######## pc_sequencer ########
Fig. 1: pc_sequencer, I/O nets highlighted
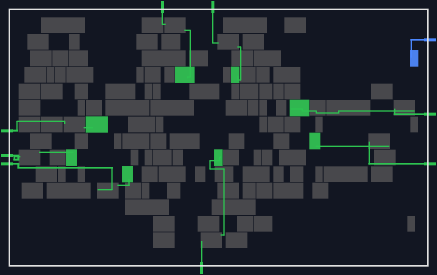
Fig. 2: pc_sequencer, routed metal, one colour a layer
Scale bar: 20 um.
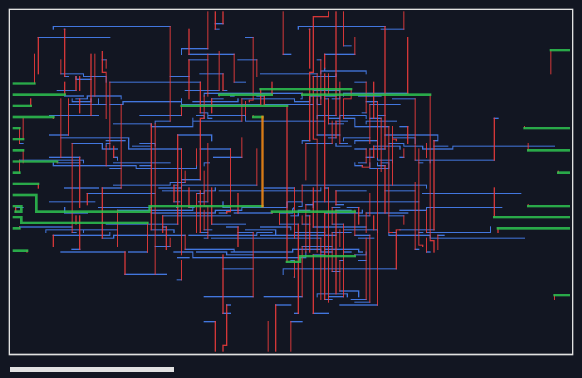
==> src/rtl/pc_sequencer.sv <==
// Program-counter sequencer: INC/JUMP/BRANCH/CALL/RET with an optional return-address stack (enable with PC_RAS_EN).
// Latency: one cycle; op sampled on a rising edge is reflected in pc and flags right after that edge.
// Backpressure: stall=1 freezes pc, stack and flags and discards op; pulse flags read 0 the next cycle.
module pc_sequencer #(
    parameter int                    PC_WIDTH     = 8,
    parameter logic [PC_WIDTH-1:0]   RESET_VECTOR = '0,
    parameter int                    INC_STEP     = 1,
    parameter int                    STACK_DEPTH  = 4
) (
    input  logic                clk,
    input  logic                reset,
    input  logic                en,
    input  logic                stall,
    input  logic [2:0]          op,
    input  logic [PC_WIDTH-1:0] target,
    input  logic [PC_WIDTH-1:0] offset,
    output logic [PC_WIDTH-1:0] pc,
    output logic                taken,
    output logic                stack_empty,
    output logic                stack_full,
    output logic                stack_ovf,
    output logic                stack_unf
);

    localparam logic [2:0] OP_INC    = 3'b000;
    localparam logic [2:0] OP_JUMP   = 3'b001;
    localparam logic [2:0] OP_BRANCH = 3'b010;
    localparam logic [2:0] OP_CALL   = 3'b011;
    localparam logic [2:0] OP_RET    = 3'b100;

    if (STACK_DEPTH < 2 || (STACK_DEPTH & (STACK_DEPTH - 1)) != 0) begin : g_depth_check
        $error("pc_sequencer: STACK_DEPTH must be a power of two >= 2");
    end

    logic [PC_WIDTH-1:0] pc_q, pc_d;
    logic                taken_q, taken_d;
    logic [PC_WIDTH-1:0] pc_inc;
    logic                advance;

    assign pc_inc  = pc_q + PC_WIDTH'(INC_STEP);
    assign advance = en && !stall;

`ifdef PC_RAS_EN
    localparam int CNT_W = $clog2(STACK_DEPTH) + 1;
    localparam int PTR_W = $clog2(STACK_DEPTH);

    logic [PC_WIDTH-1:0] ras_q [STACK_DEPTH];
    logic [CNT_W-1:0]    cnt_q, cnt_d;
    logic                empty_q, empty_d;
    logic                full_q, full_d;
    logic                ovf_q, ovf_d;
    logic                unf_q, unf_d;
    logic                push_vld;
    logic [PTR_W-1:0]    push_idx;
    logic [PTR_W-1:0]    top_idx;

    assign push_idx = cnt_q[PTR_W-1:0];
    assign top_idx  = PTR_W'(cnt_q - 1'b1);

    always_comb begin
        pc_d     = pc_q;
        taken_d  = 1'b0;
        cnt_d    = cnt_q;
        ovf_d    = 1'b0;
        unf_d    = 1'b0;
        push_vld = 1'b0;
        if (advance) begin
            case (op)
                OP_INC:    pc_d = pc_inc;
                OP_JUMP:   begin pc_d = target;        taken_d = 1'b1; end
                OP_BRANCH: begin pc_d = pc_q + offset; taken_d = 1'b1; end
                OP_CALL: begin
                    pc_d    = target;
                    taken_d = 1'b1;
                    // A call on a full stack still redirects; only the push is lost.
                    if (full_q) begin
                        ovf_d = 1'b1;
                    end else begin
                        push_vld = 1'b1;
                        cnt_d    = cnt_q + 1'b1;
                    end
                end
                OP_RET: begin
                    if (empty_q) begin
                        pc_d  = pc_inc;
                        unf_d = 1'b1;
                    end else begin
                        pc_d    = ras_q[top_idx];
                        taken_d = 1'b1;
                        cnt_d   = cnt_q - 1'b1;
                    end
                end
                default: ;
            endcase
        end
        empty_d = (cnt_d == '0);
        full_d  = (cnt_d == CNT_W'(STACK_DEPTH));
    end

    always_ff @(posedge clk) begin
        if (push_vld && !reset) begin
            ras_q[push_idx] <= pc_inc;
        end
    end

    always_ff @(posedge clk) begin
        if (reset) begin
            cnt_q   <= '0;
            empty_q <= 1'b1;
            full_q  <= 1'b0;
            ovf_q   <= 1'b0;
            unf_q   <= 1'b0;
        end else begin
            cnt_q   <= cnt_d;
            empty_q <= empty_d;
            full_q  <= full_d;
            ovf_q   <= ovf_d;
            unf_q   <= unf_d;
        end
    end

    assign stack_empty = empty_q;
    assign stack_full  = full_q;
    assign stack_ovf   = ovf_q;
    assign stack_unf   = unf_q;
`else
    // Without a stack, CALL degenerates to JUMP and RET to INC.
    always_comb begin
        pc_d    = pc_q;
        taken_d = 1'b0;
        if (advance) begin
            case (op)
                OP_INC, OP_RET:     pc_d = pc_inc;
                OP_JUMP, OP_CALL:   begin pc_d = target;        taken_d = 1'b1; end
                OP_BRANCH:          begin pc_d = pc_q + offset; taken_d = 1'b1; end
                default: ;
            endcase
        end
    end

    assign stack_empty = 1'b1;
    assign stack_full  = 1'b0;
    assign stack_ovf   = 1'b0;
    assign stack_unf   = 1'b0;
`endif

    always_ff @(posedge clk) begin
        if (reset) begin
            pc_q    <= RESET_VECTOR;
            taken_q <= 1'b0;
        end else begin
            pc_q    <= pc_d;
            taken_q <= taken_d;
        end
    end

    assign pc    = pc_q;
    assign taken = taken_q;

endmodule

==> config.mk <==
export PLATFORM = sky130hd
export DESIGN_NAME = pc_sequencer
export DESIGN_NICKNAME = d
export VERILOG_FILES = /design/src/rtl/pc_sequencer.sv
export SDC_FILE = /design/constraint.sdc
export NUM_CORES = 1
export LEC_CHECK = 0
export CAP_MARGIN = 0
export CORE_ASPECT_RATIO = 0.6
export CORE_MARGIN = 1
export CORE_UTILIZATION = 30
export DETAILED_ROUTE_END_ITERATION = 16
export HOLD_SLACK_MARGIN = 0.03
export PLACE_DENSITY = 0.7
export SETUP_SLACK_MARGIN = 0.3
export SLEW_MARGIN = 20
export SYNTH_ARGS = -nofsm -noshare
export SYNTH_HDL_FRONTEND = slang
export SYNTH_SLANG_ARGS = --single-unit
==> constraint.sdc <==
create_clock -name clk -period 5.2 [get_ports clk]
set_clock_uncertainty 0.2 [all_clocks]
set_input_delay 0.78 -clock clk [delete_from_list [all_inputs] [get_ports clk]]
set_output_delay 0.78 -clock clk [all_outputs]
set_load 0.005 [all_outputs]
==> metrics.cfg <==
[status]
status=finished, final reports clean

[floorplanning]
fp_util_pct=31.9

[clock_network]
cts.sinks=9
path_clk_slew_ps=50

[timing]
finalSetupTns_ps=0
grt_setup_unrepaired=false
worst_pin_slew_ps=997

[global_routing]
antenna_found_initial=0

[setup_path]
critPathLaunch=op[0]
critPathTopFamily=simple AND/OR/NAND/NOR gates

[synthesis]
adder_share_pct=13.5
top_cell_area_share_pct=22.6

[drt]
wl_met2_um=850
drc_errors=0

[layout]
clock_area_share_pct=3.92

About Fig. 1:
Key: blue = `stack_empty` [bits 1, direction output, edge right, end cells 1, wire 5.10 um]; green = `target` [bits 8, direction input, edge 3 left, 2 right, 2 top, 1 bottom, end cells 8, wire 144 um]

About Fig. 2:
Key: green = M3 [wire length 187 um]; red = M2 [wire length 851 um]; orange = M4 [wire length 10.9 um]; blue = M1 [wire length 962 um]

==> worst min-delay path, stage by stage, from the launching register on <==
cell	delay, ps
dfxtp_1	320
nor2_1	100
a211oi_1	50
==> flip-flops by register name, indices dropped and copies added (netlist names) <==
name / cells
taken: 1
pc: 8
==> power breakdown <==
group / switching [mW] / total [mW] / internal [mW] / leakage (nW)
combinational: 0.0238 / 0.0587 / 0.0348 / 0.373
clock: 0.0338 / 0.0878 / 0.0540 / 0.0228
sequential: 0.00309 / 0.0759 / 0.0728 / 0.0736
total: 0.0607 / 0.222 / 0.162 / 0.469

######## wb_cmd_master ########
Fig. 3: wb_cmd_master, routed metal, one colour a layer
Scale bar: 50 um.
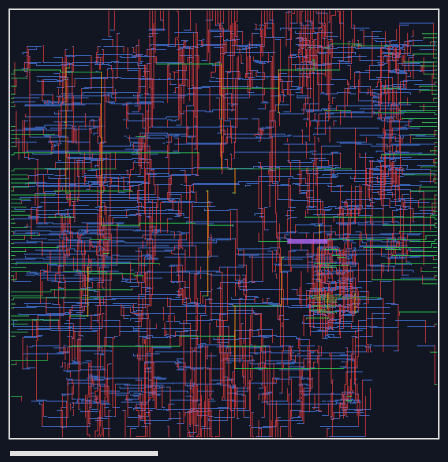
Fig. 4: wb_cmd_master, I/O nets highlighted
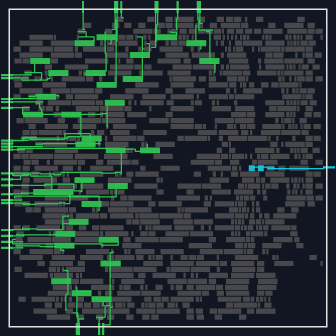
Fig. 5: wb_cmd_master, sizing map
Scale bar: 50 um.
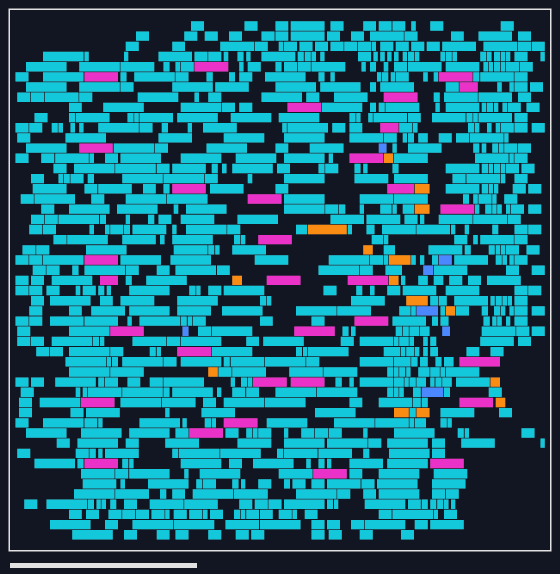
`src/rtl/wb_cmd_master.sv`:
```
// Wishbone classic master: turns a valid/ready command stream into single 32-bit
// bus cycles through a 2-entry FIFO, returning one response per command.
module wb_cmd_master #(
    parameter int TIMEOUT_CYCLES = 255,
    parameter int TIMEOUT_W      = 8
) (
    input  logic        wb_clk_i,
    input  logic        wb_rst_n_i,
    input  logic        cmd_valid_i,
    output logic        cmd_ready_o,
    input  logic        cmd_we_i,
    input  logic [31:0] cmd_adr_i,
    input  logic [31:0] cmd_dat_i,
    output logic        rsp_valid_o,
    input  logic        rsp_ready_i,
    output logic [31:0] rsp_dat_o,
    output logic        rsp_timeout_o,
    output logic        busy_o,
    output logic        wbm_cyc_o,
    output logic        wbm_stb_o,
    output logic        wbm_we_o,
    output logic [3:0]  wbm_sel_o,
    output logic [31:0] wbm_adr_o,
    output logic [31:0] wbm_dat_o,
    input  logic [31:0] wbm_dat_i,
    input  logic        wbm_ack_i
);

    // Handshakes: a transfer happens on a rising edge where valid && ready are both
    // high; valid never waits on ready, and a raised valid holds its payload until taken.

    typedef enum logic [1:0] {IDLE, BUS, RESP} state_t;

    localparam logic [TIMEOUT_W-1:0] TO_VAL = TIMEOUT_W'(TIMEOUT_CYCLES);
    localparam bit                   TO_EN  = (TIMEOUT_CYCLES != 0);

    state_t               state;
    logic [64:0]          fifo_mem [0:1];
    logic                 wr_ptr;
    logic                 rd_ptr;
    logic [1:0]           count;
    logic [1:0]           count_nxt;
    logic                 ready_q;
    logic                 push;
    logic                 pop;
    logic [64:0]          head;
    logic [TIMEOUT_W-1:0] cnt;
    logic [TIMEOUT_W-1:0] cnt_inc;

    assign push      = cmd_valid_i && ready_q;
    assign pop       = (state == IDLE) && (count != 2'd0);
    assign head      = fifo_mem[rd_ptr];
    assign cnt_inc   = cnt + 1'b1;

    assign cmd_ready_o = ready_q;
    assign busy_o      = (state != IDLE) || (count != 2'd0);
    assign wbm_sel_o   = 4'hF;

    always_comb begin
        count_nxt = count;
        case ({push, pop})
            2'b10:   count_nxt = count + 2'd1;
            2'b01:   count_nxt = count - 2'd1;
            default: count_nxt = count;
        endcase
    end

    always_ff @(posedge wb_clk_i) begin
        if (push) begin
            fifo_mem[wr_ptr] <= {cmd_we_i, cmd_adr_i, cmd_dat_i};
        end
    end

    // Ready is a register of the next occupancy, so a pop never opens it combinationally.
    always_ff @(posedge wb_clk_i or negedge wb_rst_n_i) begin
        if (!wb_rst_n_i) begin
            wr_ptr  <= 1'b0;
            rd_ptr  <= 1'b0;
            count   <= 2'd0;
            ready_q <= 1'b0;
        end else begin
            if (push) wr_ptr <= ~wr_ptr;
            if (pop)  rd_ptr <= ~rd_ptr;
            count   <= count_nxt;
            ready_q <= (count_nxt != 2'd2);
        end
    end

    always_ff @(posedge wb_clk_i or negedge wb_rst_n_i) begin
        if (!wb_rst_n_i) begin
            state         <= IDLE;
            cnt           <= '0;
            wbm_cyc_o     <= 1'b0;
            wbm_stb_o     <= 1'b0;
            wbm_we_o      <= 1'b0;
            wbm_adr_o     <= 32'h0;
            wbm_dat_o     <= 32'h0;
            rsp_valid_o   <= 1'b0;
            rsp_dat_o     <= 32'h0;
            rsp_timeout_o <= 1'b0;
        end else begin
            case (state)
                IDLE: begin
                    if (pop) begin
                        wbm_we_o  <= head[64];
                        wbm_adr_o <= head[63:32];
                        wbm_dat_o <= head[31:0];
                        wbm_cyc_o <= 1'b1;
                        wbm_stb_o <= 1'b1;
                        cnt       <= '0;
                        state     <= BUS;
                    end
                end
                BUS: begin
                    // Ack is checked first so it wins a tie with the timeout.
                    if (wbm_ack_i) begin
                        wbm_cyc_o     <= 1'b0;
                        wbm_stb_o     <= 1'b0;
                        rsp_dat_o     <= wbm_we_o ? 32'h0 : wbm_dat_i;
                        rsp_timeout_o <= 1'b0;
                        rsp_valid_o   <= 1'b1;
                        state         <= RESP;
                    end else if (TO_EN && (cnt_inc == TO_VAL)) begin
                        cnt           <= cnt_inc;
                        wbm_cyc_o     <= 1'b0;
                        wbm_stb_o     <= 1'b0;
                        rsp_dat_o     <= 32'h0;
                        rsp_timeout_o <= 1'b1;
                        rsp_valid_o   <= 1'b1;
                        state         <= RESP;
                    end else if (cnt != TO_VAL) begin
                        cnt <= cnt_inc;
                    end
                end
                RESP: begin
                    if (rsp_ready_i) begin
                        rsp_valid_o <= 1'b0;
                        state       <= IDLE;
                    end
                end
                default: state <= IDLE;
            endcase
        end
    end

endmodule

```
`config.mk`:
```
export PLATFORM = sky130hd
export DESIGN_NAME = wb_cmd_master
export DESIGN_NICKNAME = d
export VERILOG_FILES = /design/src/rtl/wb_cmd_master.sv
export SDC_FILE = /design/constraint.sdc
export NUM_CORES = 1
export LEC_CHECK = 0
export CORE_UTILIZATION = 45
export DETAILED_ROUTE_END_ITERATION = 8
export PLACE_DENSITY_LB_ADDON = 0.2
export SYNTH_ARGS = -nofsm -noshare
export SYNTH_HDL_FRONTEND = slang
export SYNTH_SLANG_ARGS = --single-unit
```
`constraint.sdc`:
```
create_clock -name wb_clk_i -period 3.6 [get_ports wb_clk_i]
set_input_delay 0.54 -clock wb_clk_i [delete_from_list [all_inputs] [get_ports wb_clk_i]]
set_output_delay 0.54 -clock wb_clk_i [all_outputs]
set_load 0.005 [all_outputs]
```
==> metrics.cfg <==
[status]
status=finished, final reports clean

[pwr]
p_comb_share_pct=30.5
switching_share_pct=30.1
power_frac_seq_pct=44.9

[setup_path]
end_kind=flop
r2r-end=rsp_dat_o[26]
start_kind=flop

[floorplanning]
die.size.y_um=144
die_w_um=144
fp_util_pct=46.4

[synthesis]
synth.area.mux_share_pct=7.13
largest_area_cell=edfxtp_1
syn_inst=656
ys_seq_share_pct=74.4

[clock_network]
hold_buffers=1

[drt]
viasPerCell=5.07
route.vias.total=5798
drc_errors=0

[layout]
seq_area_share_pct=55.5
layout_top_cell=clkdlybuf4s50_1

[worst_hold_path]
holdPathEnd=wbm_adr_o[9]

Notes on Fig. 3 above:
Key: red = M2 [wire length 9150 um]; orange = M4 [wire length 282 um]; purple = M5 [wire length 12.0 um]; green = M3 [wire length 1490 um]; blue = M1 [wire length 8370 um]

Notes on Fig. 4 above:
Key: cyan = `rsp_ready_i` [bits 1, direction input, edge right, end cells 2, wire 38.6 um]; green = `wbm_dat_o` [bits 32, direction output, edge 19 left, 9 top, 4 bottom, end cells 32, wire 1270 um]
port bufs: 204
IO Count: 209

Notes on Fig. 5 above:
Key: cyan = x1 and smaller [cells 825, share 94%, most used clkdlybuf4s50_1]; magenta = x6 and larger [cells 32, share 3.6%, most used clkbuf_16]; orange = x3 and x4 [cells 15, share 1.7%, most used buf_4]; blue = x2 [cells 7, share 0.80%, most used nor2_2]
setup slack after layout: 1130 ps
synthesis-to-finish area growth: 34.1%

==> routing by layer <==
metal	vias to the layer above	wire length, um	global-route usage, %
met5	-	11	0
met3	33	1490	4.11
li1	2723	-	-
met2	223	9150	31.3
met1	2817	8370	25.5
met4	2	281	4.21
==> critical path, stage by stage (launching register included) <==
cell	delay, ps
dfrtp_1	430
ha_1	280
nand3_1	130
nor2_1	180
o211ai_1	170
nor3_4	820
o21ai_0	280

######## cdb_arbiter_flat ########
## src/rtl/cdb_arbiter_if.sv

```systemverilog
// cdb_arbiter_if
// Bundles the common-data-bus request/grant handshake and the registered
// broadcast between the functional units and the CDB arbiter.
// The optional performance counters appear only when CDB_ARB_PERF_EN is
// defined; the default build carries just the handshake and broadcast.
interface cdb_arbiter_if #(
    parameter int NFU = 4,
    parameter int IDW = 4,
    parameter int DW  = 8
);

    // Functional-unit side: request, tag and value held until granted
    logic [NFU-1:0]           req;
    logic [NFU-1:0][IDW-1:0]  req_id;
    logic [NFU-1:0][DW-1:0]   req_val;

    // Consumer back-pressure
    logic                     hold;

    // Arbiter side: one-hot grant and the registered broadcast
    logic [NFU-1:0]           grant;
    logic                     cdb_valid;
    logic [IDW-1:0]           cdb_id;
    logic [DW-1:0]            cdb_val;

`ifdef CDB_ARB_PERF_EN
    // Saturating per-FU grant counters and contended-cycle counter
    logic [NFU-1:0][15:0]     grant_cnt;
    logic [15:0]              conflict_cnt;
`endif

    // Functional units and consumers drive requests/hold and observe grants
    modport master (
        output req, req_id, req_val, hold,
        input  grant, cdb_valid, cdb_id, cdb_val
`ifdef CDB_ARB_PERF_EN
        , input grant_cnt, conflict_cnt
`endif
    );

    // The arbiter consumes requests/hold and produces grants and the broadcast
    modport slave (
        input  req, req_id, req_val, hold,
        output grant, cdb_valid, cdb_id, cdb_val
`ifdef CDB_ARB_PERF_EN
        , output grant_cnt, conflict_cnt
`endif
    );

endinterface

```

## src/rtl/cdb_arbiter.sv

```systemverilog
// cdb_arbiter
// Round-robin arbiter for the single common-data-bus broadcast port.
// Up to NFU functional units request the bus; at most one is granted per
// cycle (combinational one-hot grant) and its tag/value is broadcast on the
// following cycle from registers.
// Optional feature macro: CDB_ARB_PERF_EN adds saturating 16-bit grant and
// conflict counters; arbitration is identical with or without it.
module cdb_arbiter #(
    parameter int NFU = 4,
    parameter int IDW = 4,
    parameter int DW  = 8
) (
    input  logic          clk,
    input  logic          rst,
    cdb_arbiter_if.slave  bus
);

    // Pointer wide enough to name every FU index
    localparam int PW = (NFU > 1) ? $clog2(NFU) : 1;

    // Round-robin pointer: the FU index searched first this cycle
    logic [PW-1:0]   r_ptr;

    // Registered broadcast toward reservation stations and rename logic
    logic            r_cdbValid;
    logic [IDW-1:0]  r_cdbId;
    logic [DW-1:0]   r_cdbVal;

    // Arbitration result for the current cycle
    logic            w_found;
    logic [PW-1:0]   w_winner;
    logic            w_grantEn;
    logic [NFU-1:0]  w_grant;
    logic [PW-1:0]   w_nextPtr;

    // Rotating priority search: start at r_ptr, wrap modulo NFU and take the
    // first asserted request. Only req and the pointer feed this path, so the
    // data value never reaches the grant timing path.
    always_comb begin
        w_found  = 1'b0;
        w_winner = '0;
        for (int k = 0; k < NFU; k++) begin
            if (!w_found && bus.req[(int'(r_ptr) + k) % NFU]) begin
                w_found  = 1'b1;
                w_winner = PW'((int'(r_ptr) + k) % NFU);
            end
        end
    end

    // A grant happens only with a winner, consumers not stalled, and reset
    // released; reset forces the grant low even before the first clock edge
    assign w_grantEn = w_found & ~bus.hold & ~rst;

    // Decode the winning index into the one-hot grant vector
    always_comb begin
        w_grant = '0;
        if (w_grantEn) begin
            w_grant[w_winner] = 1'b1;
        end
    end

    // Next search start is one past the winner, wrapping explicitly so that
    // non-power-of-two NFU values never land on an unused index
    assign w_nextPtr = (w_winner == PW'(NFU - 1)) ? '0 : (w_winner + 1'b1);

    // Capture the winner's tag/value for a one-cycle broadcast and advance the
    // pointer; idle or held cycles drop valid but keep the last tag/value
    always_ff @(posedge clk or posedge rst) begin
        if (rst) begin
            r_ptr      <= '0;
            r_cdbValid <= 1'b0;
            r_cdbId    <= '0;
            r_cdbVal   <= '0;
        end else if (w_grantEn) begin
            r_ptr      <= w_nextPtr;
            r_cdbValid <= 1'b1;
            r_cdbId    <= bus.req_id[w_winner];
            r_cdbVal   <= bus.req_val[w_winner];
        end else begin
            r_cdbValid <= 1'b0;
        end
    end

    assign bus.grant     = w_grant;
    assign bus.cdb_valid = r_cdbValid;
    assign bus.cdb_id    = r_cdbId;
    assign bus.cdb_val   = r_cdbVal;

`ifdef CDB_ARB_PERF_EN
    logic [NFU-1:0][15:0] r_grantCnt;
    logic [15:0]          r_conflictCnt;
    logic                 w_contended;

    // A cycle is contended when two or more FUs want the bus at once
    assign w_contended = ($countones(bus.req) > 1);

    // Saturating counters: grants per FU and granted cycles under contention;
    // only reset clears them
    always_ff @(posedge clk or posedge rst) begin
        if (rst) begin
            r_grantCnt    <= '0;
            r_conflictCnt <= '0;
        end else begin
            for (int i = 0; i < NFU; i++) begin
                if (w_grant[i] && (r_grantCnt[i] != 16'hFFFF)) begin
                    r_grantCnt[i] <= r_grantCnt[i] + 16'd1;
                end
            end
            if (w_grantEn && w_contended && (r_conflictCnt != 16'hFFFF)) begin
                r_conflictCnt <= r_conflictCnt + 16'd1;
            end
        end
    end

    assign bus.grant_cnt    = r_grantCnt;
    assign bus.conflict_cnt = r_conflictCnt;
`endif

endmodule

```

## src/flat_wrapper.sv

```systemverilog
// flat-port wrapper written by rule: the top's interface ports become plain ports
module cdb_arbiter_flat 
#(
    parameter int NFU = 4,
    parameter int IDW = 4,
    parameter int DW  = 8
)
  (clk, rst, bus_req, bus_req_id, bus_req_val, bus_hold, bus_grant, bus_cdb_valid, bus_cdb_id, bus_cdb_val);
  cdb_arbiter_if #(.NFU(NFU), .IDW(IDW), .DW(DW)) bus_i ();
  input  logic clk;
  input  logic rst;
  input wire logic [$bits(bus_i.req)-1:0] bus_req;
  input wire logic [$bits(bus_i.req_id)-1:0] bus_req_id;
  input wire logic [$bits(bus_i.req_val)-1:0] bus_req_val;
  input wire logic [$bits(bus_i.hold)-1:0] bus_hold;
  output wire logic [$bits(bus_i.grant)-1:0] bus_grant;
  output wire logic [$bits(bus_i.cdb_valid)-1:0] bus_cdb_valid;
  output wire logic [$bits(bus_i.cdb_id)-1:0] bus_cdb_id;
  output wire logic [$bits(bus_i.cdb_val)-1:0] bus_cdb_val;
  assign bus_i.req = bus_req;
  assign bus_i.req_id = bus_req_id;
  assign bus_i.req_val = bus_req_val;
  assign bus_i.hold = bus_hold;
  assign bus_grant = bus_i.grant;
  assign bus_cdb_valid = bus_i.cdb_valid;
  assign bus_cdb_id = bus_i.cdb_id;
  assign bus_cdb_val = bus_i.cdb_val;
  cdb_arbiter #(.NFU(NFU), .IDW(IDW), .DW(DW)) u_core (.clk(clk), .rst(rst), .bus(bus_i));
endmodule
```

## config.mk

```make
export PLATFORM = sky130hd
export DESIGN_NAME = cdb_arbiter_flat
export DESIGN_NICKNAME = d
export VERILOG_FILES = /design/src/rtl/cdb_arbiter_if.sv /design/src/rtl/cdb_arbiter.sv /design/src/flat_wrapper.sv
export SDC_FILE = /design/constraint.sdc
export NUM_CORES = 1
export LEC_CHECK = 0
export CAP_MARGIN = 0
export CORE_ASPECT_RATIO = 1.1
export CORE_UTILIZATION = 38
export CTS_CLUSTER_SIZE = 12
export DETAILED_ROUTE_END_ITERATION = 8
export PLACE_DENSITY = 0.85
export REMOVE_ABC_BUFFERS = 1
export SLEW_MARGIN = 20
export SYNTH_ARGS = -nofsm -noshare
export SYNTH_HDL_FRONTEND = slang
export SYNTH_SLANG_ARGS = --single-unit
```

## constraint.sdc

```tcl
create_clock -name clk -period 4.3 [get_ports clk]
set_input_delay 0.86 -clock clk [delete_from_list [all_inputs] [get_ports clk]]
set_output_delay 0.86 -clock clk [all_outputs]
set_load 0.01 [all_outputs]
```

Fig. 6: cdb_arbiter_flat, routed metal, one colour a layer
Scale bar: 20 um.
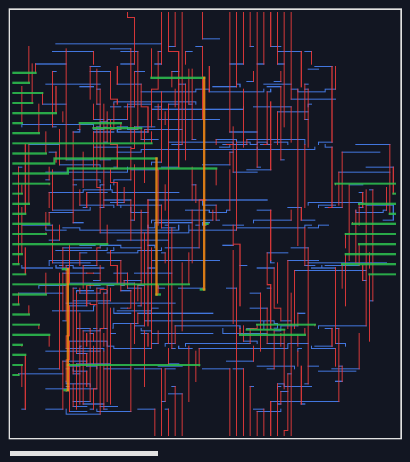
Key: blue = M1 [wire length 1070 um]; green = M3 [wire length 280 um]; orange = M4 [wire length 63.2 um]; red = M2 [wire length 1560 um]

Fig. 7: cdb_arbiter_flat, sizing map
Scale bar: 20 um.
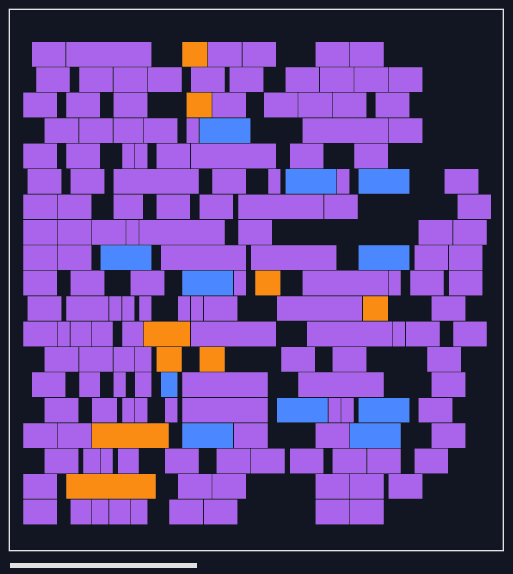
Key: blue = x2 [cells 11, share 6.5%, most used o221ai_2]; orange = x3 and x4 [cells 9, share 5.3%, most used clkbuf_4]; purple = x1 and smaller [cells 150, share 88%, most used clkdlybuf4s50_1]
setup slack after layout: 340 ps
synthesis-to-finish area growth: 70.5%

==> metrics.cfg <==
[clock_network]
clockBufferDepth=2
clock_latency_ps=290
postCtsSetupBuffers=0

[synthesis]
yosys-top-cells-count=24 x mux2i_1, 16 x nand2_1, 15 x dfrtp_1
logic_family=multiplexers
topCellsByArea=dfrtp_1 35%, mux2i_1 22%, o221ai_2 14%
yosysMostFrequentCell=mux2i_1
synthSimpleGateAreaFrac_pct=13.0
synth.area.mux_share_pct=22.4

[timing]
max_slew_margin_pct=58.8
finalSetupTns_ps=0
period_used_pct=92.1

[layout]
clock_area_share_pct=1.64
nets=227
largestClassByArea=buffers

[status]
status=finished, final reports clean

[floorplanning]
die_area_sq_mm=0.00305
core_sq_mm=0.00259

[placement]
dp_slack_ps=347
dp_hpwl_um=2420
placed_area_sq_mm=0.00180

[global_routing]
busiest_layer=met2

[worst_hold_path]
worstHoldPathType=flop to flop

[drt]
viasPerCell=5.43
top_layer=met4

[pwr]
clkPwrFrac_pct=10.5
switchingPower_mw=0.301

[setup_path]
start_kind=input port

Fig. 8: cdb_arbiter_flat, clock routing
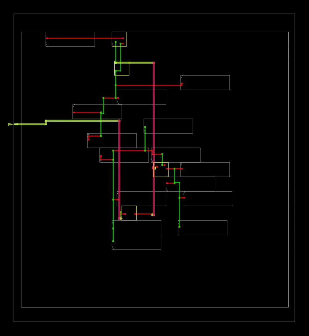
CTS Buf Count: 3
Seq cells: 15
P_clk: 0.0841 mW
clock buf count: 3

==> worst paths after layout <==
path / start / to
max: bus_req[1] / bus_grant[3]
min reg2reg: u_core.bus.cdb_id[1] / u_core.bus.cdb_id[1]
min: u_core.bus.cdb_id[1] / u_core.bus.cdb_id[1]
max reg2reg: u_core.r_ptr[0] / u_core.bus.cdb_val[1]
max in group asynchronous: rst / u_core.bus.cdb_val[6]
min in group asynchronous: rst / u_core.r_ptr[0]
==> flip-flops by register name, indices dropped and copies added, names as in the netlist <==
register / count
u_core.bus.cdb_val: 8
u_core.bus.cdb_id: 4
u_core.r_ptr: 2
u_core.bus.cdb_valid: 1

Power and IR drop assume default switching activity.
